# ---- jtag_scan_registers ----
**jtag_scan_registers: sequential cells coloured by netlist name**

Other sequential cells in the stronger grey, the rest of the logic in the fainter grey.
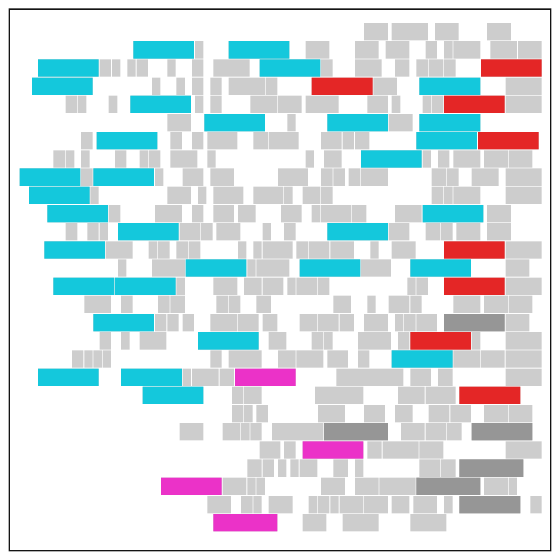

==> src/rtl/jtag_scan_registers.sv <==
// JTAG instruction register and IDCODE/BYPASS/ABORT/USER data-register chains,
// driven by one-hot TAP state strobes; USER is also exposed as a parallel port.
module jtag_scan_registers #(
   parameter int                   IR_WIDTH     = 4,
   parameter logic [31:0]          IDCODE_VALUE = 32'h000FAF01,
   parameter int                   USER_WIDTH   = 8,
   parameter logic [IR_WIDTH-1:0]  INSTR_IDCODE = 4'b1110,
   parameter logic [IR_WIDTH-1:0]  INSTR_BYPASS = 4'b1111,
   parameter logic [IR_WIDTH-1:0]  INSTR_ABORT  = 4'b1000,
   parameter logic [IR_WIDTH-1:0]  INSTR_USER   = 4'b1010
) (
   input  logic                  tck,
   input  logic                  trst_n,
   input  logic                  tdi,
   input  logic                  test_logic_reset,
   input  logic                  capture_ir,
   input  logic                  shift_ir,
   input  logic                  update_ir,
   input  logic                  capture_dr,
   input  logic                  shift_dr,
   input  logic                  update_dr,
   input  logic [USER_WIDTH-1:0] user_dr_in,
   output logic                  tdo,
   output logic [IR_WIDTH-1:0]   ir,
   output logic [USER_WIDTH-1:0] user_dr_out,
   output logic                  user_dr_update,
   output logic                  abort_pulse
);

   localparam logic [IR_WIDTH-1:0] IR_CAPTURE = {{(IR_WIDTH-1){1'b0}}, 1'b1};

   logic [IR_WIDTH-1:0]   ir_r;
   logic [IR_WIDTH-1:0]   ir_shift_r;
   logic [31:0]           dr_shift_r;
   logic [USER_WIDTH-1:0] user_dr_out_r;
   logic                  user_dr_update_r;
   logic                  abort_pulse_r;
   logic [5:0]            dr_len_s;
   logic [31:0]           dr_down_s;
   logic [31:0]           dr_shifted_s;
   logic [31:0]           dr_capture_s;

   assign dr_down_s = {1'b0, dr_shift_r[31:1]};

   // Length of the DR chain selected by the active instruction
   always_comb begin
      dr_len_s = 6'd1;
      case (ir_r)
         INSTR_IDCODE: dr_len_s = 6'd32;
         INSTR_USER:   dr_len_s = 6'(USER_WIDTH);
         default:      dr_len_s = 6'd1;
      endcase
   end

   // One shift step over the selected length; bits beyond it hold their value
   always_comb begin
      dr_shifted_s = dr_shift_r;
      for (int i = 0; i < 32; i++) begin
         if (i == int'(dr_len_s) - 1) begin
            dr_shifted_s[i] = tdi;
         end else if (i < int'(dr_len_s) - 1) begin
            dr_shifted_s[i] = dr_down_s[i];
         end else begin
            dr_shifted_s[i] = dr_shift_r[i];
         end
      end
   end

   // Value parallel-loaded into the DR chain at Capture-DR
   always_comb begin
      dr_capture_s = dr_shift_r;
      case (ir_r)
         INSTR_IDCODE: dr_capture_s = IDCODE_VALUE;
         INSTR_USER:   dr_capture_s = 32'(user_dr_in);
         default:      dr_capture_s[0] = 1'b0;
      endcase
   end

   // Strobe-priority state update; update pulses clear themselves every cycle
   always_ff @(posedge tck or negedge trst_n) begin
      if (!trst_n) begin
         ir_r             <= INSTR_IDCODE;
         ir_shift_r       <= IR_CAPTURE;
         dr_shift_r       <= 32'd0;
         user_dr_out_r    <= {USER_WIDTH{1'b0}};
         user_dr_update_r <= 1'b0;
         abort_pulse_r    <= 1'b0;
      end else begin
         user_dr_update_r <= 1'b0;
         abort_pulse_r    <= 1'b0;
         if (test_logic_reset) begin
            ir_r <= INSTR_IDCODE;
         end else if (capture_ir) begin
            ir_shift_r <= IR_CAPTURE;
         end else if (shift_ir) begin
            ir_shift_r <= {tdi, ir_shift_r[IR_WIDTH-1:1]};
         end else if (update_ir) begin
            ir_r <= ir_shift_r;
         end else if (capture_dr) begin
            dr_shift_r <= dr_capture_s;
         end else if (shift_dr) begin
            dr_shift_r <= dr_shifted_s;
         end else if (update_dr) begin
            if (ir_r == INSTR_USER) begin
               user_dr_out_r    <= dr_shift_r[USER_WIDTH-1:0];
               user_dr_update_r <= 1'b1;
            end else if (ir_r == INSTR_ABORT) begin
               abort_pulse_r <= 1'b1;
            end
         end
      end
   end

   // TDO must present the bit leaving the chain at the coming edge, so it stays combinational
   assign tdo            = shift_ir ? ir_shift_r[0] : (shift_dr ? dr_shift_r[0] : 1'b0);
   assign ir             = ir_r;
   assign user_dr_out    = user_dr_out_r;
   assign user_dr_update = user_dr_update_r;
   assign abort_pulse    = abort_pulse_r;

endmodule

==> config.mk <==
export PLATFORM = sky130hd
export DESIGN_NAME = jtag_scan_registers
export DESIGN_NICKNAME = d
export VERILOG_FILES = /design/src/rtl/jtag_scan_registers.sv
export SDC_FILE = /design/constraint.sdc
export NUM_CORES = 1
export LEC_CHECK = 0
export CAP_MARGIN = 40
export CORE_UTILIZATION = 45
export DETAILED_ROUTE_END_ITERATION = 12
export PLACE_DENSITY = 0.66
export RECOVER_POWER = 25
export SLEW_MARGIN = 10
export SYNTH_ARGS = -nofsm -noshare
export SYNTH_HDL_FRONTEND = slang
export SYNTH_SLANG_ARGS = --single-unit
==> constraint.sdc <==
create_clock -name tck -period 7.19 [get_ports tck]
set_clock_uncertainty 0.05 [all_clocks]
set_input_delay 0.719 -clock tck [delete_from_list [all_inputs] [get_ports tck]]
set_output_delay 0.719 -clock tck [all_outputs]
set_load 0.1 [all_outputs]
# ---- tone_voice_allocator ----
===== src/rtl/tone_voice_allocator.sv =====
// tone_voice_allocator
//   Shares a pool of NV sine-generator voices among keyboard press/release
//   events. Each accepted event is resolved by a scan over all voices (one
//   voice per cycle), and the result is applied in a single commit cycle.
//
// Ports:
//   clk           system clock
//   reset         asynchronous, active-high reset
//   ev_valid      event offered
//   ev_ready      allocator can accept an event (IDLE only)
//   ev_press      1 = key press, 0 = key release
//   ev_key        key code
//   ev_freq       phase increment for the key (ignored on release)
//   voice_freq    per-voice freq word, voice i at [i*FW +: FW]
//   voice_active  voice i currently holds a key
//   voice_key     key code held by each voice, voice i at [i*KW +: KW]
//   steal_pulse   one-cycle pulse when an active voice was reassigned
module tone_voice_allocator #(
    parameter int NV = 4,
    parameter int KW = 8,
    parameter int FW = 16,
    parameter int AW = 8
) (
    input  logic             clk,
    input  logic             reset,
    input  logic             ev_valid,
    output logic             ev_ready,
    input  logic             ev_press,
    input  logic [KW-1:0]    ev_key,
    input  logic [FW-1:0]    ev_freq,
    output logic [NV*FW-1:0] voice_freq,
    output logic [NV-1:0]    voice_active,
    output logic [NV*KW-1:0] voice_key,
    output logic             steal_pulse
);

    localparam int IW = (NV > 1) ? $clog2(NV) : 1;
    localparam logic [IW-1:0] LAST_IDX = IW'(NV - 1);
    localparam logic [AW-1:0] AGE_MAX  = '1;

    typedef enum logic [1:0] {IDLE, SCAN, COMMIT} state_t;

    state_t          state_q, state_d;
    logic            ready_q, ready_d;
    logic [IW-1:0]   idx_q, idx_d;

    // Event fields captured at acceptance
    logic            lat_press_q, lat_press_d;
    logic [KW-1:0]   lat_key_q, lat_key_d;
    logic [FW-1:0]   lat_freq_q, lat_freq_d;

    // Scan results
    logic            match_found_q, match_found_d;
    logic [IW-1:0]   match_idx_q, match_idx_d;
    logic            free_found_q, free_found_d;
    logic [IW-1:0]   free_idx_q, free_idx_d;
    logic            old_found_q, old_found_d;
    logic [IW-1:0]   old_idx_q, old_idx_d;
    logic [AW-1:0]   old_age_q, old_age_d;

    // Voice state
    logic [NV-1:0]   active_q, active_d;
    logic [KW-1:0]   vkey_q  [NV];
    logic [KW-1:0]   vkey_d  [NV];
    logic [FW-1:0]   vfreq_q [NV];
    logic [FW-1:0]   vfreq_d [NV];
    logic [AW-1:0]   age_q   [NV];
    logic [AW-1:0]   age_d   [NV];
    logic            steal_q, steal_d;

    function automatic logic [AW-1:0] age_inc(input logic [AW-1:0] a);
        return (a == AGE_MAX) ? a : a + 1'b1;
    endfunction

    always_comb begin
        state_d       = state_q;
        idx_d         = idx_q;
        lat_press_d   = lat_press_q;
        lat_key_d     = lat_key_q;
        lat_freq_d    = lat_freq_q;
        match_found_d = match_found_q;
        match_idx_d   = match_idx_q;
        free_found_d  = free_found_q;
        free_idx_d    = free_idx_q;
        old_found_d   = old_found_q;
        old_idx_d     = old_idx_q;
        old_age_d     = old_age_q;
        active_d      = active_q;
        vkey_d        = vkey_q;
        vfreq_d       = vfreq_q;
        age_d         = age_q;
        steal_d       = 1'b0;

        case (state_q)
            IDLE: begin
                if (ev_valid && ready_q) begin
                    lat_press_d   = ev_press;
                    lat_key_d     = ev_key;
                    lat_freq_d    = ev_freq;
                    match_found_d = 1'b0;
                    free_found_d  = 1'b0;
                    old_found_d   = 1'b0;
                    old_age_d     = '0;
                    idx_d         = '0;
                    state_d       = SCAN;
                end
            end

            SCAN: begin
                if (!match_found_q && active_q[idx_q] && (vkey_q[idx_q] == lat_key_q)) begin
                    match_found_d = 1'b1;
                    match_idx_d   = idx_q;
                end
                if (!free_found_q && !active_q[idx_q]) begin
                    free_found_d = 1'b1;
                    free_idx_d   = idx_q;
                end
                // Strict '>' keeps the lowest index on equal ages
                if (active_q[idx_q] && (!old_found_q || (age_q[idx_q] > old_age_q))) begin
                    old_found_d = 1'b1;
                    old_idx_d   = idx_q;
                    old_age_d   = age_q[idx_q];
                end
                if (idx_q == LAST_IDX) begin
                    state_d = COMMIT;
                end else begin
                    idx_d = idx_q + 1'b1;
                end
            end

            COMMIT: begin
                state_d = IDLE;
                if (lat_press_q) begin
                    if (match_found_q) begin
                        vfreq_d[match_idx_q] = lat_freq_q;
                    end else if (free_found_q) begin
                        for (int i = 0; i < NV; i++) begin
                            if (active_q[i]) begin
                                age_d[i] = age_inc(age_q[i]);
                            end
                        end
                        active_d[free_idx_q] = 1'b1;
                        vkey_d[free_idx_q]   = lat_key_q;
                        vfreq_d[free_idx_q]  = lat_freq_q;
                        age_d[free_idx_q]    = '0;
                    end else if (old_found_q) begin
                        // Pool is full: every voice is active here
                        for (int i = 0; i < NV; i++) begin
                            if (active_q[i] && (IW'(i) != old_idx_q)) begin
                                age_d[i] = age_inc(age_q[i]);
                            end
                        end
                        vkey_d[old_idx_q]  = lat_key_q;
                        vfreq_d[old_idx_q] = lat_freq_q;
                        age_d[old_idx_q]   = '0;
                        steal_d            = 1'b1;
                    end
                end else if (match_found_q) begin
                    active_d[match_idx_q] = 1'b0;
                    vkey_d[match_idx_q]   = '0;
                    vfreq_d[match_idx_q]  = '0;
                    age_d[match_idx_q]    = '0;
                end
            end

            default: state_d = IDLE;
        endcase

        // Ready is registered so it is high exactly while the FSM sits in IDLE
        ready_d = (state_d == IDLE);
    end

    always_ff @(posedge clk or posedge reset) begin
        if (reset) begin
            state_q       <= IDLE;
            ready_q       <= 1'b0;
            idx_q         <= '0;
            lat_press_q   <= 1'b0;
            lat_key_q     <= '0;
            lat_freq_q    <= '0;
            match_found_q <= 1'b0;
            match_idx_q   <= '0;
            free_found_q  <= 1'b0;
            free_idx_q    <= '0;
            old_found_q   <= 1'b0;
            old_idx_q     <= '0;
            old_age_q     <= '0;
            active_q      <= '0;
            steal_q       <= 1'b0;
            for (int i = 0; i < NV; i++) begin
                vkey_q[i]  <= '0;
                vfreq_q[i] <= '0;
                age_q[i]   <= '0;
            end
        end else begin
            state_q       <= state_d;
            ready_q       <= ready_d;
            idx_q         <= idx_d;
            lat_press_q   <= lat_press_d;
            lat_key_q     <= lat_key_d;
            lat_freq_q    <= lat_freq_d;
            match_found_q <= match_found_d;
            match_idx_q   <= match_idx_d;
            free_found_q  <= free_found_d;
            free_idx_q    <= free_idx_d;
            old_found_q   <= old_found_d;
            old_idx_q     <= old_idx_d;
            old_age_q     <= old_age_d;
            active_q      <= active_d;
            steal_q       <= steal_d;
            vkey_q        <= vkey_d;
            vfreq_q       <= vfreq_d;
            age_q         <= age_d;
        end
    end

    always_comb begin
        voice_freq = '0;
        voice_key  = '0;
        for (int i = 0; i < NV; i++) begin
            // Inactive voices are forced silent regardless of stored word
            voice_freq[i*FW +: FW] = active_q[i] ? vfreq_q[i] : '0;
            voice_key[i*KW +: KW]  = vkey_q[i];
        end
    end

    assign voice_active = active_q;
    assign ev_ready     = ready_q;
    assign steal_pulse  = steal_q;

endmodule


===== config.mk =====
export PLATFORM = sky130hd
export DESIGN_NAME = tone_voice_allocator
export DESIGN_NICKNAME = d
export VERILOG_FILES = /design/src/rtl/tone_voice_allocator.sv
export SDC_FILE = /design/constraint.sdc
export NUM_CORES = 1
export LEC_CHECK = 0
export CORE_ASPECT_RATIO = 1.2
export CORE_MARGIN = 4
export CORE_UTILIZATION = 45
export CTS_CLUSTER_SIZE = 40
export DETAILED_ROUTE_END_ITERATION = 8
export PLACE_DENSITY = 0.72
export REMOVE_ABC_BUFFERS = 1
export SLEW_MARGIN = 0
export SYNTH_ARGS = -nofsm -noshare
export SYNTH_HDL_FRONTEND = slang
export SYNTH_SLANG_ARGS = --single-unit

===== constraint.sdc =====
create_clock -name clk -period 15.83 [get_ports clk]
set_clock_uncertainty 0.05 [all_clocks]
set_input_delay 4.749 -clock clk [delete_from_list [all_inputs] [get_ports clk]]
set_output_delay 4.749 -clock clk [all_outputs]
set_load 0.02 [all_outputs]

**jtag_scan_registers: congestion heat map**

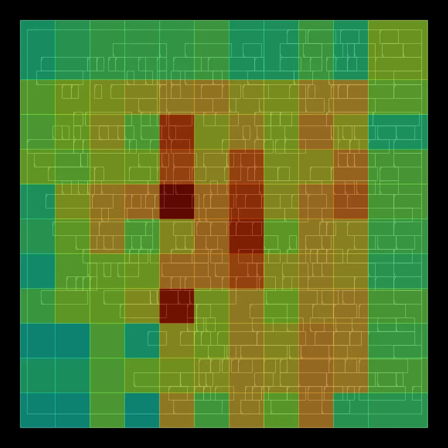
All-Layer GR Usage: 0.208
WL/cell: 15.5 um
met3 Usage GRT: 0.0393

Notes on 'sequential cells coloured by netlist name' of jtag_scan_registers above:
- user_dr_out: red (placed flops 8)
- ir_shift_r: magenta (placed flops 4; where bottom centre)
- dr_shift_r: cyan (placed flops 32)
- not coloured: 6

==> run_summary.xml, jtag_scan_registers <==
<?xml version="1.0" encoding="UTF-8"?>
<metrics>
  <group name="layout">
    <metric name="flop_count" unit="">50</metric>
    <metric name="layout.area.comb" unit="um^2">1430</metric>
    <metric name="non_filler_cells_in_the_finished_layout" unit="">398</metric>
    <metric name="final_nets" unit="">347</metric>
    <metric name="utilization" unit="">0.582</metric>
    <metric name="seq-cell-share" unit="">0.363</metric>
    <metric name="clock_cell_area_share" unit="">0.0249</metric>
  </group>
  <group name="global_routing">
    <metric name="top_usage_layer" unit="">met2</metric>
  </group>
  <group name="sta">
    <metric name="timing.final.max_slew_violations" unit="">51</metric>
    <metric name="grt_setup_unrepaired" unit="">no</metric>
  </group>
  <group name="worst_setup_path">
    <metric name="cp_launch_type" unit="">flop</metric>
  </group>
  <group name="flow_run">
    <metric name="warning_count" unit="">32</metric>
    <metric name="timing.max_cap.violations" unit="">1</metric>
  </group>
  <group name="status">
    <metric name="violations" unit="">capacitance limit, slew limit</metric>
    <metric name="outcome" unit="">finished with violations</metric>
  </group>
  <group name="clocking">
    <metric name="hold_buffers" unit="">0</metric>
  </group>
  <group name="pwr">
    <metric name="leakage" unit="uW">0.00151</metric>
  </group>
  <group name="synth">
    <metric name="synth-seq-cells" unit="">50</metric>
  </group>
  <group name="die">
    <metric name="die_height" unit="um">80.8</metric>
  </group>
</metrics>
==> jtag_scan_registers: where the power goes <==
| part | internal, uW | total [uW] | switching (uW) |
|---|---|---|---|
| Combinational | 86.5 | 195 | 108 |
| Clock | 68.9 | 165 | 96.0 |
| Sequential | 334 | 368 | 34.6 |
| Total | 489 | 728 | 239 |
==> jtag_scan_registers: logic make-up after synthesis <==
| family | count (synthesis) |
|---|---|
| xor gates and xnor gates | 1 |
| DFF | 50 |
| and+or+nand+nor | 83 |
| adders and majority gates | 7 |
| buffers and inverters | 25 |
| muxes | 30 |
| AOI/OAI and AO/OA | 84 |
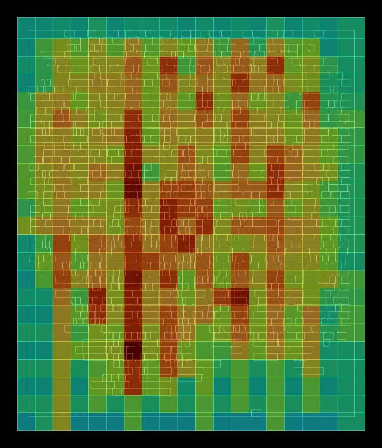
**Above:** tone_voice_allocator (congestion heat map).
met3 Usage GRT: 0.0419
All-Layer GR Usage: 0.217
GRT busiest layer: met2
met1 capacity usage during global routing: 0.295
met2 usage: 0.356

==> run_summary.xml, tone_voice_allocator <==
<?xml version="1.0" encoding="UTF-8"?>
<metrics>
  <group name="worst_setup_path">
    <metric name="r2r_start" unit="">lat_press_q</metric>
    <metric name="cpPeakStageDelay" unit="ns">0.94</metric>
    <metric name="cp_data_required_time" unit="ns">11.03</metric>
    <metric name="critical-path-top-delay-family" unit="">flip-flops</metric>
    <metric name="crit_chain" unit="">and2_1, clkdlybuf4s50_1</metric>
  </group>
  <group name="min_path">
    <metric name="hp-start" unit="">vfreq_q[9]</metric>
    <metric name="hp-class" unit="">flop to flop</metric>
    <metric name="hold_end" unit="">vfreq_q[9]</metric>
  </group>
  <group name="status">
    <metric name="outcome" unit="">completed</metric>
  </group>
  <group name="pwr">
    <metric name="power.largest_group" unit="">sequential cells</metric>
    <metric name="vdd_drop_max" unit="uV">87.1</metric>
    <metric name="seq_cell_power" unit="uW">697</metric>
    <metric name="clk-power" unit="uW">405</metric>
  </group>
  <group name="global_routing">
    <metric name="first_pass_grt_wire_length" unit="um">37200</metric>
    <metric name="antenna_found_initial" unit="">0</metric>
  </group>
  <group name="synth">
    <metric name="post_synth_xor_area_fraction" unit="">0.00809</metric>
    <metric name="seq_area_frac_synth" unit="">0.520</metric>
    <metric name="post_synth_and_or_nand_nor_area_fraction" unit="">0.180</metric>
    <metric name="ys_top_logic_family" unit="">simple AND/OR/NAND/NOR gates</metric>
  </group>
  <group name="routing">
    <metric name="detail_route.wl_per_cell" unit="um">19.0</metric>
    <metric name="route.final.wire_length" unit="um">22800</metric>
    <metric name="via_total_after_detailed_routing" unit="">6864</metric>
    <metric name="drt.antenna.violating_nets" unit="">0</metric>
  </group>
  <group name="die">
    <metric name="initial_utilization" unit="">0.458</metric>
    <metric name="die.size.x" unit="um">135</metric>
  </group>
  <group name="clocking">
    <metric name="cts.repair.resized" unit="">0</metric>
  </group>
  <group name="layout">
    <metric name="post_route_cells_drive_above_1_share" unit="">0.0675</metric>
    <metric name="layout_top_cell_excl_fill_tap" unit="">sky130_fd_sc_hd__dfrtp_1</metric>
    <metric name="non_clock_buffer_count" unit="">139</metric>
  </group>
</metrics>
## tone_voice_allocator: metal layers
metal,share of wire,track usage,wire [um]
met1,0.43,0.295,9860
met2,0.48,0.356,11100
met3,0.069,0.0419,1580
met4,0.016,0.0634,361
met5,0,0,0
## tone_voice_allocator: registers in the layout (all words and copies together), names as in the netlist, 2 cells and up
signal / flops
lat_freq_q: 16
state_q: 2
old_age_q: 8
vfreq_q: 64
lat_key_q: 8
match_idx_q: 2
age_q: 32
idx_q: 2
free_idx_q: 2
voice_active: 4
voice_key: 32
old_idx_q: 2

# ---- uart_receiver ----
**uart_receiver: sequential cells coloured by netlist name**

Other sequential cells in the stronger grey, the rest of the logic in the fainter grey.
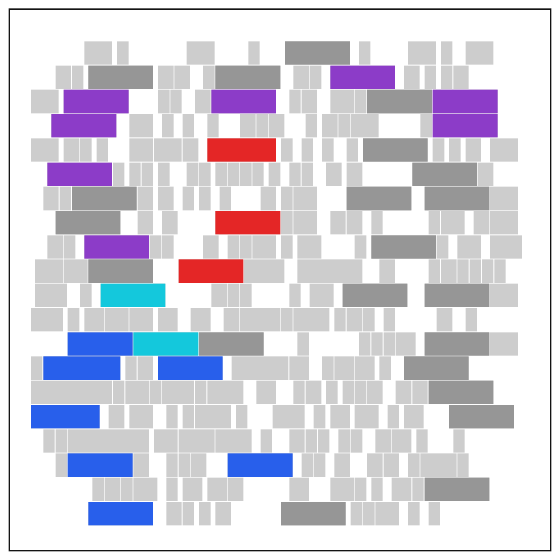

--- config.mk ---
export PLATFORM = sky130hd
export DESIGN_NAME = uart_receiver
export DESIGN_NICKNAME = d
export VERILOG_FILES = /design/src/rtl/uart_pkg.sv /design/src/rtl/uart_sync.sv /design/src/rtl/uart_receiver.sv
export SDC_FILE = /design/constraint.sdc
export NUM_CORES = 1
export LEC_CHECK = 0
export ABC_AREA = 1
export CAP_MARGIN = 20
export CORE_MARGIN = 2
export CORE_UTILIZATION = 56
export CTS_CLUSTER_SIZE = 28
export DETAILED_ROUTE_END_ITERATION = 7
export GPL_TIMING_DRIVEN = 1
export PLACE_DENSITY_LB_ADDON = 0.1
export SLEW_MARGIN = 20
export SYNTH_ARGS = -nofsm -noshare
export SYNTH_HDL_FRONTEND = slang
export SYNTH_SLANG_ARGS = --single-unit
--- constraint.sdc ---
create_clock -name clk -period 1.5 [get_ports clk]
set_input_delay 0.375 -clock clk [delete_from_list [all_inputs] [get_ports clk]]
set_output_delay 0.375 -clock clk [all_outputs]
set_load 0.01 [all_outputs]
--- src/rtl/uart_pkg.sv ---
// Shared types and helpers for the UART receive path: FSM states, parity modes
// and the expected-parity function.
package uart_pkg;

    typedef enum logic [2:0] {
        S_IDLE,
        S_START,
        S_DATA,
        S_PARITY,
        S_STOP
    } uart_state_e;

    localparam int PARITY_NONE  = 0;
    localparam int PARITY_ODD   = 1;
    localparam int PARITY_EVEN  = 2;
    localparam int PARITY_MARK  = 3;
    localparam int PARITY_SPACE = 4;

    // Value the parity bit must carry for a given (zero-extended) data word.
    function automatic logic expected_parity(input logic [7:0] data, input int mode);
        case (mode)
            PARITY_ODD:  return ~(^data);
            PARITY_EVEN: return ^data;
            PARITY_MARK: return 1'b1;
            default:     return 1'b0;
        endcase
    endfunction

endpackage

--- src/rtl/uart_sync.sv ---
// Reset-valued flop chain used to bring an asynchronous serial line into the
// clk domain; shared between the receive and transmit sides.
module uart_sync #(
    parameter int   SYNC_DEPTH = 3,
    parameter logic RESET_VAL  = 1'b1
) (
    input  logic clk,
    input  logic rst,
    input  logic d,
    output logic q
);

    logic [SYNC_DEPTH-1:0] chain_reg;

    always_ff @(posedge clk) begin
        if (rst) chain_reg[0] <= RESET_VAL;
        else     chain_reg[0] <= d;
    end

    generate
        for (genvar gi = 1; gi < SYNC_DEPTH; gi++) begin : g_stage
            always_ff @(posedge clk) begin
                if (rst) chain_reg[gi] <= RESET_VAL;
                else     chain_reg[gi] <= chain_reg[gi-1];
            end
        end
    endgenerate

    assign q = chain_reg[SYNC_DEPTH-1];

endmodule

--- src/rtl/uart_receiver.sv ---
// UART receiver: oversampled start/data/parity/stop deserializer with a
// ready/valid output and error sidebands. Define UART_RX_MAJORITY_EN for 2-of-3 bit voting.
module uart_receiver
    import uart_pkg::*;
#(
    parameter int CLK_HZ     = 12_000_000,
    parameter int BAUDRATE   = 115200,
    parameter int SYNC_DEPTH = 3,
    parameter int DATA_BITS  = 8,
    parameter int PARITY     = 0,
    parameter int STOP_BITS  = 1
) (
    input  logic                 clk,
    input  logic                 rst,
    input  logic                 uart_rx,
    output logic [DATA_BITS-1:0] rx_data,
    output logic                 rx_valid,
    input  logic                 rx_ready,
    output logic                 frame_err,
    output logic                 parity_err,
    output logic                 overrun
);

    localparam int OVERSAMPLE = CLK_HZ / BAUDRATE;
    localparam int CNT_W      = $clog2(OVERSAMPLE);
    localparam int IDX_W      = $clog2(DATA_BITS);
    localparam logic [CNT_W-1:0] CNT_LAST = CNT_W'(OVERSAMPLE - 1);
    localparam logic [CNT_W-1:0] CNT_MID  = CNT_W'(OVERSAMPLE / 2);
    localparam logic [IDX_W-1:0] IDX_LAST = IDX_W'(DATA_BITS - 1);
    localparam logic             STOP_LAST = 1'(STOP_BITS - 1);

    generate
        if (OVERSAMPLE < 8 || !(DATA_BITS == 7 || DATA_BITS == 8) ||
            !(STOP_BITS == 1 || STOP_BITS == 2) || PARITY < 0 || PARITY > 4 ||
            SYNC_DEPTH < 2) begin : g_bad_cfg
            $error("uart_receiver: unsupported parameter combination");
        end
    endgenerate

    uart_state_e           state_reg, state_next;
    logic [CNT_W-1:0]      cnt_reg;
    logic [IDX_W-1:0]      idx_reg;
    logic                  stop_idx_reg;
    logic [DATA_BITS-1:0]  rx_buf_reg;
    logic                  frame_err_int_reg, parity_err_int_reg;
    logic                  line_seen_reg, commit_reg;
    logic                  rxs, bit_val, sample_tick, wrap_tick;
    logic                  start_frame, store_data, check_parity, check_stop, commit_now;

    uart_sync #(.SYNC_DEPTH(SYNC_DEPTH), .RESET_VAL(1'b1)) u_sync (
        .clk (clk),
        .rst (rst),
        .d   (uart_rx),
        .q   (rxs)
    );

`ifdef UART_RX_MAJORITY_EN
    // Decide one cycle after the centre sample, once all three votes exist.
    logic vote_a_reg, vote_b_reg;
    always_ff @(posedge clk) begin
        if (rst) begin
            vote_a_reg <= 1'b1;
            vote_b_reg <= 1'b1;
        end else begin
            if (cnt_reg == CNT_MID - 1'b1) vote_a_reg <= rxs;
            if (cnt_reg == CNT_MID)        vote_b_reg <= rxs;
        end
    end
    assign bit_val     = (vote_a_reg & vote_b_reg) | (vote_a_reg & rxs) | (vote_b_reg & rxs);
    assign sample_tick = (state_reg != S_IDLE) && (cnt_reg == CNT_MID + 1'b1);
`else
    assign bit_val     = rxs;
    assign sample_tick = (state_reg != S_IDLE) && (cnt_reg == CNT_MID);
`endif

    assign wrap_tick = (state_reg != S_IDLE) && (cnt_reg == CNT_LAST);

    always_ff @(posedge clk) begin
        if (rst) state_reg <= S_IDLE;
        else     state_reg <= state_next;
    end

    always_comb begin
        state_next = state_reg;
        case (state_reg)
            S_IDLE:   if (!rxs && line_seen_reg) state_next = S_START;
            S_START: begin
                if (sample_tick && bit_val) state_next = S_IDLE;
                else if (wrap_tick)         state_next = S_DATA;
            end
            S_DATA: begin
                if (wrap_tick && idx_reg == IDX_LAST)
                    state_next = (PARITY != PARITY_NONE) ? S_PARITY : S_STOP;
            end
            S_PARITY: if (wrap_tick) state_next = S_STOP;
            S_STOP:   if (sample_tick && stop_idx_reg == STOP_LAST) state_next = S_IDLE;
            default:  state_next = S_IDLE;
        endcase
    end

    always_comb begin
        start_frame  = (state_reg == S_IDLE) && !rxs && line_seen_reg;
        store_data   = (state_reg == S_DATA) && sample_tick;
        check_parity = (state_reg == S_PARITY) && sample_tick;
        check_stop   = (state_reg == S_STOP) && sample_tick;
        commit_now   = check_stop && (stop_idx_reg == STOP_LAST);
    end

    always_ff @(posedge clk) begin
        if (rst) begin
            cnt_reg            <= '0;
            idx_reg            <= '0;
            stop_idx_reg       <= 1'b0;
            rx_buf_reg         <= '0;
            frame_err_int_reg  <= 1'b0;
            parity_err_int_reg <= 1'b0;
            line_seen_reg      <= 1'b1;
            commit_reg         <= 1'b0;
        end else begin
            commit_reg <= commit_now;
            if (state_reg == S_IDLE || wrap_tick) cnt_reg <= '0;
            else                                  cnt_reg <= cnt_reg + 1'b1;
            if (state_reg == S_IDLE && rxs) line_seen_reg <= 1'b1;
            if (start_frame) begin
                idx_reg            <= '0;
                stop_idx_reg       <= 1'b0;
                frame_err_int_reg  <= 1'b0;
                parity_err_int_reg <= 1'b0;
            end
            if (wrap_tick && state_reg == S_DATA) idx_reg <= idx_reg + 1'b1;
            if (wrap_tick && state_reg == S_STOP) stop_idx_reg <= 1'b1;
            if (store_data) rx_buf_reg[idx_reg] <= bit_val;
            if (check_parity)
                parity_err_int_reg <= (bit_val != expected_parity(8'(rx_buf_reg), PARITY));
            if (check_stop && !bit_val) frame_err_int_reg <= 1'b1;
            // A low final stop (e.g. a break) must see the line high before re-arming.
            if (commit_now && !bit_val) line_seen_reg <= 1'b0;
        end
    end

    always_ff @(posedge clk) begin
        if (rst) begin
            rx_data    <= '0;
            rx_valid   <= 1'b0;
            frame_err  <= 1'b0;
            parity_err <= 1'b0;
            overrun    <= 1'b0;
        end else begin
            overrun <= 1'b0;
            if (commit_reg) begin
                if (!rx_valid || rx_ready) begin
                    rx_data    <= rx_buf_reg;
                    frame_err  <= frame_err_int_reg;
                    parity_err <= parity_err_int_reg;
                    rx_valid   <= 1'b1;
                end else begin
                    overrun <= 1'b1;
                end
            end else if (rx_valid && rx_ready) begin
                rx_valid <= 1'b0;
            end
        end
    end

endmodule

# ---- bcd_down_timer ----
==> src/rtl/bcd_down_timer.sv <==
// Loadable multi-digit BCD down-counter with borrow pulse, one-shot or auto-reload, optional tick prescaler.
// Latency: load -> q one cycle; a due tick updates q on the same edge, so q is visible the following cycle.
// Backpressure: none; d=0 pauses the prescaler and count, and a load always wins over a tick.
module bcd_down_timer #(
    parameter int DIGITS   = 2,
    parameter int PRESCALE = 1,
    parameter int RELOAD   = 0
) (
    input  logic                  clk,
    input  logic                  reset,
    input  logic                  load,
    input  logic [4*DIGITS-1:0]   din,
    input  logic                  d,
    output logic [4*DIGITS-1:0]   q,
    output logic                  b,
    output logic                  busy,
    output logic                  err
);

    localparam int W  = 4 * DIGITS;
    localparam int PW = (PRESCALE > 1) ? $clog2(PRESCALE) : 1;
    localparam logic [PW-1:0] PRE_LAST = PW'(PRESCALE - 1);

    typedef enum logic [1:0] {
        IDLE = 2'd0,
        RUN  = 2'd1,
        DONE = 2'd2
    } state_t;

    state_t          state_q, state_d;
    logic [W-1:0]    cnt_q, cnt_d;
    logic [W-1:0]    rld_q, rld_d;
    logic [PW-1:0]   pre_q, pre_d;
    logic            b_q, b_d;
    logic            busy_q, busy_d;
    logic            err_q, err_d;
    logic            din_ok;

    // Decimal decrement: zero digits roll to 9 and pass the borrow up; the first non-zero digit absorbs it.
    function automatic logic [W-1:0] bcd_dec(input logic [W-1:0] v);
        logic [W-1:0] r;
        logic         borrow;
        r      = v;
        borrow = 1'b1;
        for (int i = 0; i < DIGITS; i++) begin
            if (borrow) begin
                if (v[4*i +: 4] == 4'd0) begin
                    r[4*i +: 4] = 4'd9;
                end else begin
                    r[4*i +: 4] = v[4*i +: 4] - 4'd1;
                    borrow      = 1'b0;
                end
            end
        end
        return r;
    endfunction

    // A load is accepted only when every nibble is a decimal digit.
    always_comb begin
        din_ok = 1'b1;
        for (int i = 0; i < DIGITS; i++) begin
            if (din[4*i +: 4] > 4'd9) begin
                din_ok = 1'b0;
            end
        end
    end

    // Next-state logic: valid load first, then prescaled ticks in RUN; a rejected load only raises err.
    always_comb begin
        state_d = state_q;
        cnt_d   = cnt_q;
        rld_d   = rld_q;
        pre_d   = pre_q;
        b_d     = 1'b0;
        err_d   = 1'b0;
        if (load && din_ok) begin
            cnt_d   = din;
            rld_d   = din;
            pre_d   = '0;
            state_d = (din != '0) ? RUN : DONE;
        end else begin
            if (load) begin
                err_d = 1'b1;
            end
            if (state_q == RUN && d) begin
                if (pre_q == PRE_LAST) begin
                    pre_d = '0;
                    if (cnt_q == W'(1)) begin
                        b_d = 1'b1;
                        if (RELOAD != 0) begin
                            cnt_d = rld_q;
                        end else begin
                            cnt_d   = '0;
                            state_d = DONE;
                        end
                    end else begin
                        cnt_d = bcd_dec(cnt_q);
                    end
                end else begin
                    pre_d = pre_q + PW'(1);
                end
            end
        end
        busy_d = (state_d == RUN);
    end

    // State and registered outputs; synchronous reset overrides everything.
    always_ff @(posedge clk) begin
        if (reset) begin
            state_q <= IDLE;
            cnt_q   <= '0;
            rld_q   <= '0;
            pre_q   <= '0;
            b_q     <= 1'b0;
            busy_q  <= 1'b0;
            err_q   <= 1'b0;
        end else begin
            state_q <= state_d;
            cnt_q   <= cnt_d;
            rld_q   <= rld_d;
            pre_q   <= pre_d;
            b_q     <= b_d;
            busy_q  <= busy_d;
            err_q   <= err_d;
        end
    end

    assign q    = cnt_q;
    assign b    = b_q;
    assign busy = busy_q;
    assign err  = err_q;

endmodule

==> config.mk <==
export PLATFORM = sky130hd
export DESIGN_NAME = bcd_down_timer
export DESIGN_NICKNAME = d
export VERILOG_FILES = /design/src/rtl/bcd_down_timer.sv
export SDC_FILE = /design/constraint.sdc
export NUM_CORES = 1
export LEC_CHECK = 0
export ABC_CLOCK_PERIOD_IN_PS = 2040
export CAP_MARGIN = 30
export CELL_PAD_IN_SITES_DETAIL_PLACEMENT = 1
export CELL_PAD_IN_SITES_GLOBAL_PLACEMENT = 1
export CORE_MARGIN = 10
export CORE_UTILIZATION = 34
export DETAILED_ROUTE_END_ITERATION = 6
export PLACE_DENSITY_LB_ADDON = 0.1
export SYNTH_ARGS = -nofsm -noshare
export SYNTH_HDL_FRONTEND = slang
export SYNTH_SLANG_ARGS = --single-unit
export TNS_END_PERCENT = 30
==> constraint.sdc <==
create_clock -name clk -period 2.04 [get_ports clk]
set_input_delay 0.408 -clock clk [delete_from_list [all_inputs] [get_ports clk]]
set_output_delay 0.408 -clock clk [all_outputs]
set_load 0.01 [all_outputs]

==> notes/layouts.md <==
Pictures saved along the way, in no particular order.

M3 wires.
Scale bar: 20 um.
Plate I
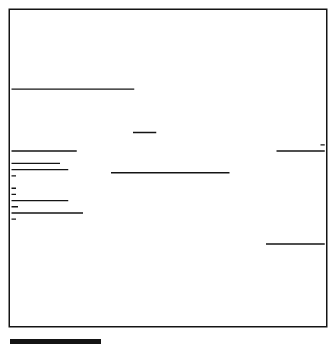
Plate II
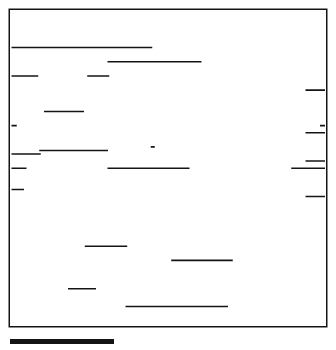
uart_receiver -> Plate II
bcd_down_timer -> Plate I
- largest die: Plate I

**uart_receiver: congestion heat map**

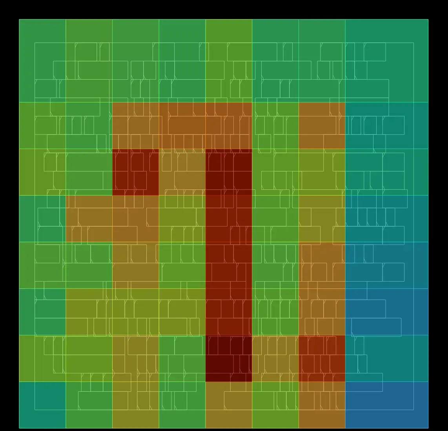
All-Layer GR Usage: 0.213
WL/cell: 10.6 um
met1 capacity usage during global routing: 0.288
Final Util: 0.716
GRT busiest layer: met2

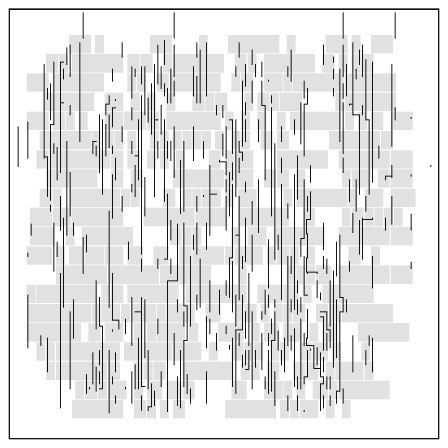
**Above:** uart_receiver (met2 routing).
Cells faint in the background.
- nets with wire on the layer: 213
- share of all routed wire: 45%
- longest straight run: 22.4 um
- wire length on this layer: 1550 um

## Picture notes: 'sequential cells coloured by netlist name' of uart_receiver
- u_sync.chain_reg: cyan (placed flops 2)
- rx_data: purple (placed flops 8)
- idx_reg: red (placed flops 3)
- cnt_reg: blue (placed flops 7; where lower left)

==> run_summary.xml, uart_receiver <==
<?xml version="1.0" encoding="UTF-8"?>
<metrics>
  <group name="status">
    <metric name="outcome" unit="">completed</metric>
  </group>
  <group name="layout">
    <metric name="flop_count" unit="">41</metric>
    <metric name="stdcell_area" unit="um^2">2180</metric>
    <metric name="post_route_cells_drive_above_1_share" unit="">0.176</metric>
  </group>
  <group name="worst_setup_path">
    <metric name="timing.critical_path.from" unit="">cnt_reg[0]</metric>
    <metric name="crit_chain" unit="">inv_2, ha_4, nand2_4, nor2_4, nand3_4, nor2_4, buf_12, nand3_1, a21oi_2</metric>
    <metric name="critical_path.reg2reg.endpoint" unit="">rx_buf_reg[5]</metric>
    <metric name="slowest_stage" unit="">sky130_fd_sc_hd__dfxtp_4</metric>
    <metric name="setup.reg_to_reg.worst_slack" unit="ns">0.09</metric>
    <metric name="path_buffers" unit="">2</metric>
  </group>
  <group name="synth">
    <metric name="flop_cell" unit="">sky130_fd_sc_hd__dfxtp_1</metric>
    <metric name="ys_area" unit="um^2">1790</metric>
    <metric name="enable_flop_cells" unit="">0</metric>
    <metric name="synth-seq-cells" unit="">41</metric>
    <metric name="post_synth_and_or_nand_nor_area_fraction" unit="">0.347</metric>
  </group>
  <group name="global_routing">
    <metric name="grt.overflow.total" unit="">0</metric>
  </group>
  <group name="sta">
    <metric name="timing.final.max_slew_violations" unit="">0</metric>
  </group>
  <group name="routing">
    <metric name="drt.antenna.violating_nets" unit="">0</metric>
    <metric name="drt_first_iter_violations" unit="">52</metric>
  </group>
  <group name="clocking">
    <metric name="hold_buffers" unit="">0</metric>
  </group>
  <group name="pwr">
    <metric name="leakage" unit="uW">0.000902</metric>
    <metric name="seq_cell_power" unit="uW">1210</metric>
    <metric name="power.largest_group" unit="">sequential cells</metric>
    <metric name="cellInternalPower" unit="uW">1580</metric>
    <metric name="p_seq_frac" unit="">0.497</metric>
    <metric name="netSwitchingFraction" unit="">0.354</metric>
  </group>
  <group name="die">
    <metric name="initial_utilization" unit="">0.587</metric>
  </group>
  <group name="min_path">
    <metric name="hold_depth" unit="">1</metric>
  </group>
</metrics>
[uart_receiver: timing repair]
| item | 4_1_cts | 5_1_grt |
|---|---|---|
| resized | 13 | 22 |
| hold endpoints to repair | 0 | 0 |
| setup buffers | 0 | 1 |
| cloned | 0 | 0 |
| setup endpoints to repair | 13 | 14 |
| pin swaps | 0 | 11 |
[uart_receiver: metal layers]
layer	share of wire	GRT usage
met3	0.048	0.0746
met4	0.011	0.0963
met1	0.49	0.288
met2	0.45	0.306
met5	0	0
[uart_receiver: cell families after synthesis]
kind of cell / count (synthesis)
fa+ha+maj: 4
compound gates: 32
flops: 41
buf+inv: 33
simple gates: 138
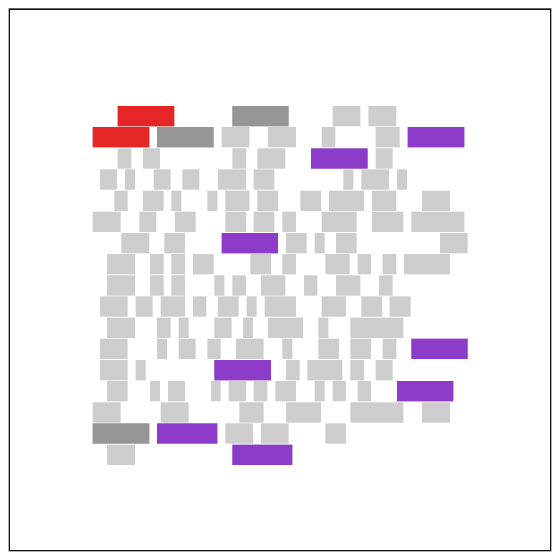
**Above:** bcd_down_timer (sequential cells coloured by netlist name).
Other sequential cells in the stronger grey, the rest of the logic in the fainter grey.
- state_q: red (placed flops 2)
- q: purple (placed flops 8)
- not coloured: 3

==> run_summary.xml, bcd_down_timer <==
<?xml version="1.0" encoding="UTF-8"?>
<metrics>
  <group name="status">
    <metric name="outcome" unit="">completed</metric>
  </group>
  <group name="routing">
    <metric name="detail_route.wirelength.met1" unit="um">1200</metric>
    <metric name="detail_route.wl_per_cell" unit="um">16.5</metric>
    <metric name="route.final.wire_length" unit="um">2610</metric>
    <metric name="number_of_iterations_in_the_first_detailed_routing_pass" unit="">4</metric>
  </group>
  <group name="die">
    <metric name="die.size.x" unit="um">69.4</metric>
    <metric name="initial_utilization" unit="">0.364</metric>
  </group>
  <group name="global_routing">
    <metric name="first_pass_grt_wire_length" unit="um">4620</metric>
  </group>
  <group name="synth">
    <metric name="post_synth_xor_area_fraction" unit="">0</metric>
    <metric name="post_synth_inst_count" unit="">98</metric>
  </group>
  <group name="worst_setup_path">
    <metric name="r2r_cells" unit="">6</metric>
    <metric name="cpPeakStageDelay" unit="ns">0.51</metric>
    <metric name="cp_launch_type" unit="">flop</metric>
    <metric name="slowest_stage" unit="">sky130_fd_sc_hd__or4b_1</metric>
  </group>
  <group name="layout">
    <metric name="antenna_cells" unit="">0</metric>
    <metric name="ff_latch_area" unit="um^2">263</metric>
  </group>
  <group name="clocking">
    <metric name="clockRootBuffer" unit="">sky130_fd_sc_hd__clkbuf_4</metric>
    <metric name="clk-insertion-delay-late" unit="ns">0.27</metric>
  </group>
  <group name="flow_run">
    <metric name="warning_count" unit="">28</metric>
  </group>
  <group name="sta">
    <metric name="setup_viol_count_final" unit="">0</metric>
  </group>
  <group name="pwr">
    <metric name="cellInternalPower" unit="uW">473</metric>
  </group>
</metrics>
==> bcd_down_timer: cell type report <==
class / instances / area share
multi-input combinational: 76 / 0.464
sequential: 13 / 0.222
tap: 28 / 0.0296
timing repair buffer: 31 / 0.243
inverter: 6 / 0.0190
clock buffer: 4 / 0.0222
==> bcd_down_timer: flip-flops by register name, indices dropped and copies added (netlist names) <==
signal,count
q,8
state_q,2
b,1
busy,1
err,1
==> bcd_down_timer: power by group through the flow <==
stage               logic, uW  registers, uW  clock network [uW]
floorplan                 112            302                   0
global placement          222            297                   0
detailed placement        227            299                   0
CTS                       228            293                 168
global route              261            298                 185
finish                    236            294                 161

# ---- jstk_dir_scanner ----
**jstk_dir_scanner: met2 routing**

Cells faint in the background.
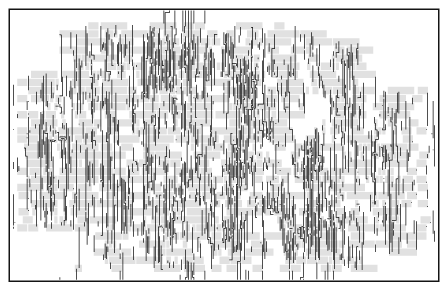
**jstk_dir_scanner: M3 wires**

Scale bar: 50 um.
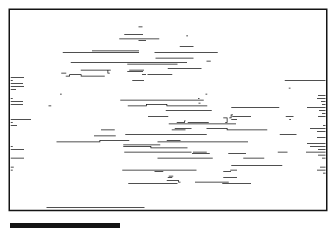
## src/rtl/jstk_dir_scanner.sv

```systemverilog
// jstk_dir_scanner: round-robin SPI poller for N_CH joystick modules, decoding
// each 5-byte frame into X/Y position, buttons and a 4-way direction code.
module jstk_dir_scanner #(
    parameter int         N_CH      = 2,
    parameter int         SCLK_HALF = 25,
    parameter int         SETUP_CYC = 750,
    parameter int         GAP_CYC   = 500,
    parameter int         POLL_CYC  = 50000,
    parameter logic [9:0] CENTER    = 10'd512,
    parameter logic [9:0] DEADZONE  = 10'd96,
    parameter bit         HOLD_LAST = 1'b1
) (
    input  logic                CLK,
    input  logic                RST,
    input  logic [N_CH-1:0]     MISO,
    input  logic [2*N_CH-1:0]   LED,
    output logic                SCLK,
    output logic                MOSI,
    output logic [N_CH-1:0]     CS,
    output logic [4*N_CH-1:0]   direction,
    output logic [10*N_CH-1:0]  xpos,
    output logic [10*N_CH-1:0]  ypos,
    output logic [3*N_CH-1:0]   buttons,
    output logic                valid,
    output logic [1:0]          valid_ch
);
    localparam logic [2:0] IDLE  = 3'd0;
    localparam logic [2:0] SETUP = 3'd1;
    localparam logic [2:0] SHIFT = 3'd2;
    localparam logic [2:0] GAP   = 3'd3;
    localparam logic [2:0] DONE  = 3'd4;
    // SETUP is shortened by the first low half-bit so CS-fall to first SCLK rise is SETUP_CYC
    localparam int SETUP_T = (SETUP_CYC > SCLK_HALF) ? SETUP_CYC - SCLK_HALF : 1;
    localparam int MAX_AB  = (POLL_CYC > SETUP_T) ? POLL_CYC : SETUP_T;
    localparam int MAX_CD  = (GAP_CYC > SCLK_HALF) ? GAP_CYC : SCLK_HALF;
    localparam int MAXC    = (MAX_AB > MAX_CD) ? MAX_AB : MAX_CD;
    localparam int CW      = $clog2(MAXC + 1);
    localparam logic [CW-1:0] POLL_END  = CW'(POLL_CYC - 1);
    localparam logic [CW-1:0] SETUP_END = CW'(SETUP_T - 1);
    localparam logic [CW-1:0] GAP_END   = CW'(GAP_CYC - 1);
    localparam logic [CW-1:0] HALF_END  = CW'(SCLK_HALF - 1);
    localparam logic [1:0]    LAST_CH   = 2'(N_CH - 1);

    logic [2:0]        state;
    logic [CW-1:0]     cnt;
    logic [1:0]        ch;
    logic [2:0]        bitn;
    logic [2:0]        byt;
    logic              hi;
    logic [7:0]        tx;
    logic [7:0]        rx;
    logic [9:0]        x_cap;
    logic [9:0]        y_cap;
    logic [2:0]        b_cap;
    logic              miso_bit;
    logic [1:0]        led_sel;
    logic signed [10:0] dx;
    logic signed [10:0] dy;
    logic [10:0]       adx;
    logic [10:0]       ady;
    logic              x_win;
    logic              y_win;
    logic              in_dz;
    logic [3:0]        dir_new;

    always_comb begin
        miso_bit = 1'b0;
        led_sel  = 2'b00;
        for (int i = 0; i < N_CH; i++) begin
            if (ch == 2'(i)) begin
                miso_bit = MISO[i];
                led_sel  = LED[2*i +: 2];
            end
        end
    end

    // 11-bit signed offsets cover the full 0..1023 range, so the magnitudes never overflow
    assign dx      = $signed({1'b0, x_cap}) - $signed({1'b0, CENTER});
    assign dy      = $signed({1'b0, y_cap}) - $signed({1'b0, CENTER});
    assign adx     = dx[10] ? -dx : dx;
    assign ady     = dy[10] ? -dy : dy;
    assign x_win   = (adx >= ady) && (adx > {1'b0, DEADZONE});
    assign y_win   = ady > {1'b0, DEADZONE};
    assign in_dz   = !x_win && !y_win;
    assign dir_new = x_win ? (dx[10] ? 4'b0010 : 4'b0001) :
                     y_win ? (dy[10] ? 4'b0100 : 4'b1000) : 4'b0000;

    always_ff @(posedge CLK or negedge RST) begin
        if (!RST) begin
            state     <= IDLE;
            cnt       <= '0;
            ch        <= '0;
            bitn      <= '0;
            byt       <= '0;
            hi        <= 1'b0;
            tx        <= '0;
            rx        <= '0;
            x_cap     <= CENTER;
            y_cap     <= CENTER;
            b_cap     <= '0;
            CS        <= '1;
            SCLK      <= 1'b0;
            MOSI      <= 1'b0;
            valid     <= 1'b0;
            valid_ch  <= '0;
            direction <= '0;
            xpos      <= {N_CH{CENTER}};
            ypos      <= {N_CH{CENTER}};
            buttons   <= '0;
        end else begin
            valid <= 1'b0;
            case (state)
                IDLE: begin
                    if (cnt == POLL_END) begin
                        cnt   <= '0;
                        state <= SETUP;
                        for (int i = 0; i < N_CH; i++) CS[i] <= (ch != 2'(i));
                    end else cnt <= cnt + 1'b1;
                end
                SETUP: begin
                    if (cnt == SETUP_END) begin
                        cnt   <= '0;
                        state <= SHIFT;
                        tx    <= {6'b100000, led_sel};
                        MOSI  <= 1'b1;
                        bitn  <= '0;
                        byt   <= '0;
                        hi    <= 1'b0;
                    end else cnt <= cnt + 1'b1;
                end
                SHIFT: begin
                    if (cnt != HALF_END) cnt <= cnt + 1'b1;
                    else begin
                        cnt  <= '0;
                        hi   <= !hi;
                        SCLK <= !hi;
                        if (!hi) rx <= {rx[6:0], miso_bit};
                        else if (bitn != 3'd7) begin
                            bitn <= bitn + 1'b1;
                            tx   <= {tx[6:0], 1'b0};
                            MOSI <= tx[6];
                        end else begin
                            bitn <= '0;
                            MOSI <= 1'b0;
                            case (byt)
                                3'd0:    x_cap[7:0] <= rx;
                                3'd1:    x_cap[9:8] <= rx[1:0];
                                3'd2:    y_cap[7:0] <= rx;
                                3'd3:    y_cap[9:8] <= rx[1:0];
                                default: b_cap      <= rx[2:0];
                            endcase
                            if (byt == 3'd4) begin
                                state <= DONE;
                                CS    <= '1;
                            end else begin
                                state <= GAP;
                                byt   <= byt + 1'b1;
                            end
                        end
                    end
                end
                GAP: begin
                    if (cnt == GAP_END) begin
                        cnt   <= '0;
                        state <= SHIFT;
                        tx    <= '0;
                    end else cnt <= cnt + 1'b1;
                end
                DONE: begin
                    state    <= IDLE;
                    valid    <= 1'b1;
                    valid_ch <= ch;
                    ch       <= (ch == LAST_CH) ? 2'd0 : ch + 1'b1;
                    for (int i = 0; i < N_CH; i++) begin
                        if (ch == 2'(i)) begin
                            xpos[10*i +: 10]  <= x_cap;
                            ypos[10*i +: 10]  <= y_cap;
                            buttons[3*i +: 3] <= b_cap;
                            if (!HOLD_LAST || !in_dz) direction[4*i +: 4] <= dir_new;
                        end
                    end
                end
                default: state <= IDLE;
            endcase
        end
    end
endmodule

```

## config.mk

```make
export PLATFORM = sky130hd
export DESIGN_NAME = jstk_dir_scanner
export DESIGN_NICKNAME = d
export VERILOG_FILES = /design/src/rtl/jstk_dir_scanner.sv
export SDC_FILE = /design/constraint.sdc
export NUM_CORES = 1
export LEC_CHECK = 0
export CAP_MARGIN = 10
export CORE_AREA = 2 2 142 89
export CTS_BUF_LIST = sky130_fd_sc_hd__clkbuf_4 sky130_fd_sc_hd__clkbuf_8
export DETAILED_ROUTE_END_ITERATION = 16
export DIE_AREA = 0 0 144 91
export HOLD_SLACK_MARGIN = 0.03
export PLACE_DENSITY = 0.81
export SLEW_MARGIN = 15
export SYNTH_ARGS = -nofsm -noshare
export SYNTH_HDL_FRONTEND = slang
export SYNTH_SLANG_ARGS = --single-unit
```

## constraint.sdc

```tcl
create_clock -name CLK -period 6.37 [get_ports CLK]
set_input_delay 1.274 -clock CLK [delete_from_list [all_inputs] [get_ports CLK]]
set_output_delay 1.274 -clock CLK [all_outputs]
set_load 0.05 [all_outputs]
```

==> run_summary.xml <==
<?xml version="1.0" encoding="UTF-8"?>
<metrics>
  <group name="status">
    <metric name="outcome" unit="">completed</metric>
  </group>
  <group name="global_routing">
    <metric name="top_usage_layer" unit="">met1</metric>
    <metric name="first_global_vias" unit="">4963</metric>
  </group>
  <group name="worst_setup_path">
    <metric name="cp_launch_type" unit="">flop</metric>
    <metric name="critical-path-top-delay-family" unit="">AND-OR/OR-AND gates</metric>
  </group>
  <group name="die">
    <metric name="floorplan.core_area" unit="um^2">11800</metric>
  </group>
  <group name="synth">
    <metric name="synth_compound_gate_area_share" unit="">0.0892</metric>
    <metric name="post_synth_xor_area_fraction" unit="">0.0372</metric>
    <metric name="seq_area_frac_synth" unit="">0.502</metric>
  </group>
  <group name="pwr">
    <metric name="pwr.group.combinational" unit="uW">34.3</metric>
  </group>
  <group name="sta">
    <metric name="setup_clock_skew_after_layout" unit="ns">0.0127</metric>
    <metric name="timing.final.max_slew_violations" unit="">0</metric>
    <metric name="hold_violations" unit="">0</metric>
  </group>
  <group name="layout">
    <metric name="non_clock_buffer_count" unit="">72</metric>
    <metric name="comb_share" unit="">0.393</metric>
    <metric name="signal_buffer_area_fraction" unit="">0.0938</metric>
    <metric name="layout_top_cell_excl_fill_tap" unit="">sky130_fd_sc_hd__nand2_1</metric>
    <metric name="post_route_cells_drive_above_1_share" unit="">0.136</metric>
  </group>
  <group name="routing">
    <metric name="detail_route.vias_per_cell" unit="">5.66</metric>
    <metric name="number_of_iterations_in_the_first_detailed_routing_pass" unit="">4</metric>
  </group>
  <group name="clocking">
    <metric name="cts_tree" unit="">built</metric>
  </group>
</metrics>
Notes on 'met2 routing' of jstk_dir_scanner above:
- main direction: vertical
- wire length on this layer: 6340 um
- nets with wire on the layer: 610
- share of all routed wire: 41%

Notes on 'M3 wires' of jstk_dir_scanner above:
- share of all routed wire: 7.4%
- main direction: horizontal

==> per-stage QoR <==
stage / setup slack [ns] / std cells / instance area (um^2) / total power [uW] / hold slack (ns)
2_1_floorplan: 2.59 / 653 / 6350 / 834 / 0.457
3_3_place_gp: 2.19 / 859 / 7160 / 858 / 0.446
3_5_place_dp: 1.95 / 859 / 7160 / 859 / 0.451
4_1_cts: 1.91 / 891 / 7550 / 1530 / 0.463
5_1_grt: 1.49 / 891 / 7550 / 1580 / 0.488
6_report: 1.87 / 891 / 7550 / 1520 / 0.462


==> layout pictures side by side <==
Met2 routing.
Cells faint in the background.
picture 1
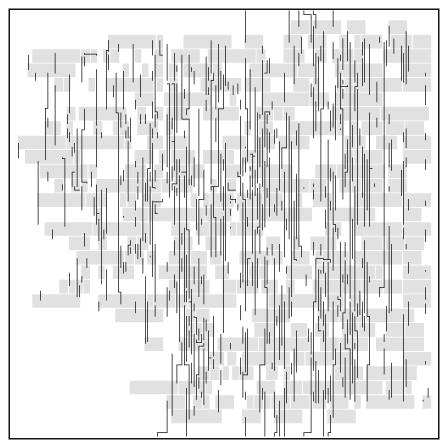
picture 2
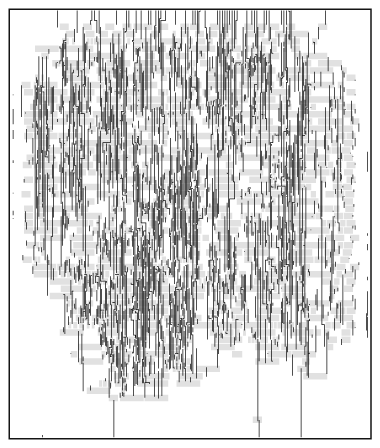
picture 3
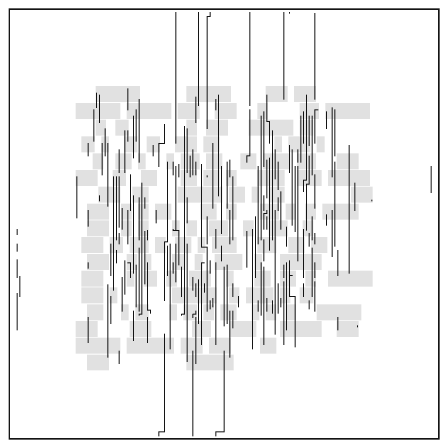
picture 2 -> tone_voice_allocator
picture 3 -> bcd_down_timer
picture 1 -> jtag_scan_registers

Key to picture 3:
- share of all routed wire: 48%
- nets with wire on the layer: 123
- main direction: vertical
- wire length on this layer: 1260 um
- longest straight run: 30.4 um


==> screenshots <==
Logic cells by family.
(a)
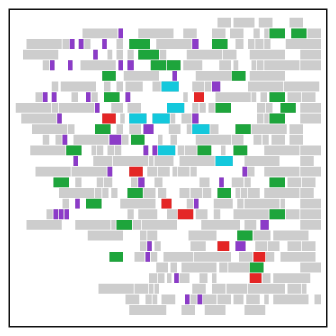
(b)
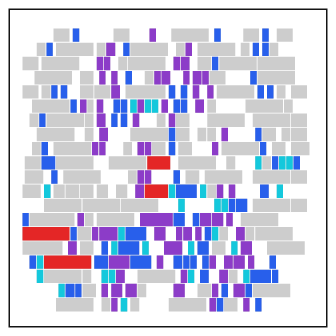
(c)
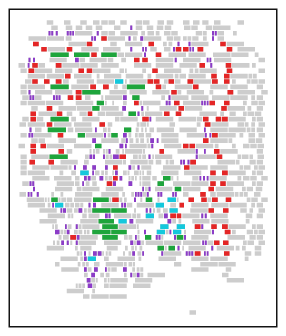
(d)
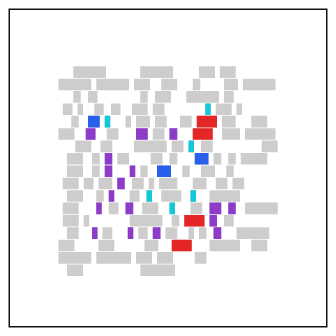
(e)
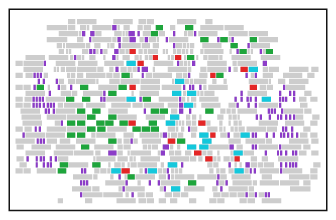
| picture | from |
|---|---|
| (e) | jstk_dir_scanner |
| (c) | tone_voice_allocator |
| (b) | uart_receiver |
| (a) | jtag_scan_registers |
| (d) | bcd_down_timer |
The one with the most cells is (c).

Power is estimated from default activity; no workload was simulated.
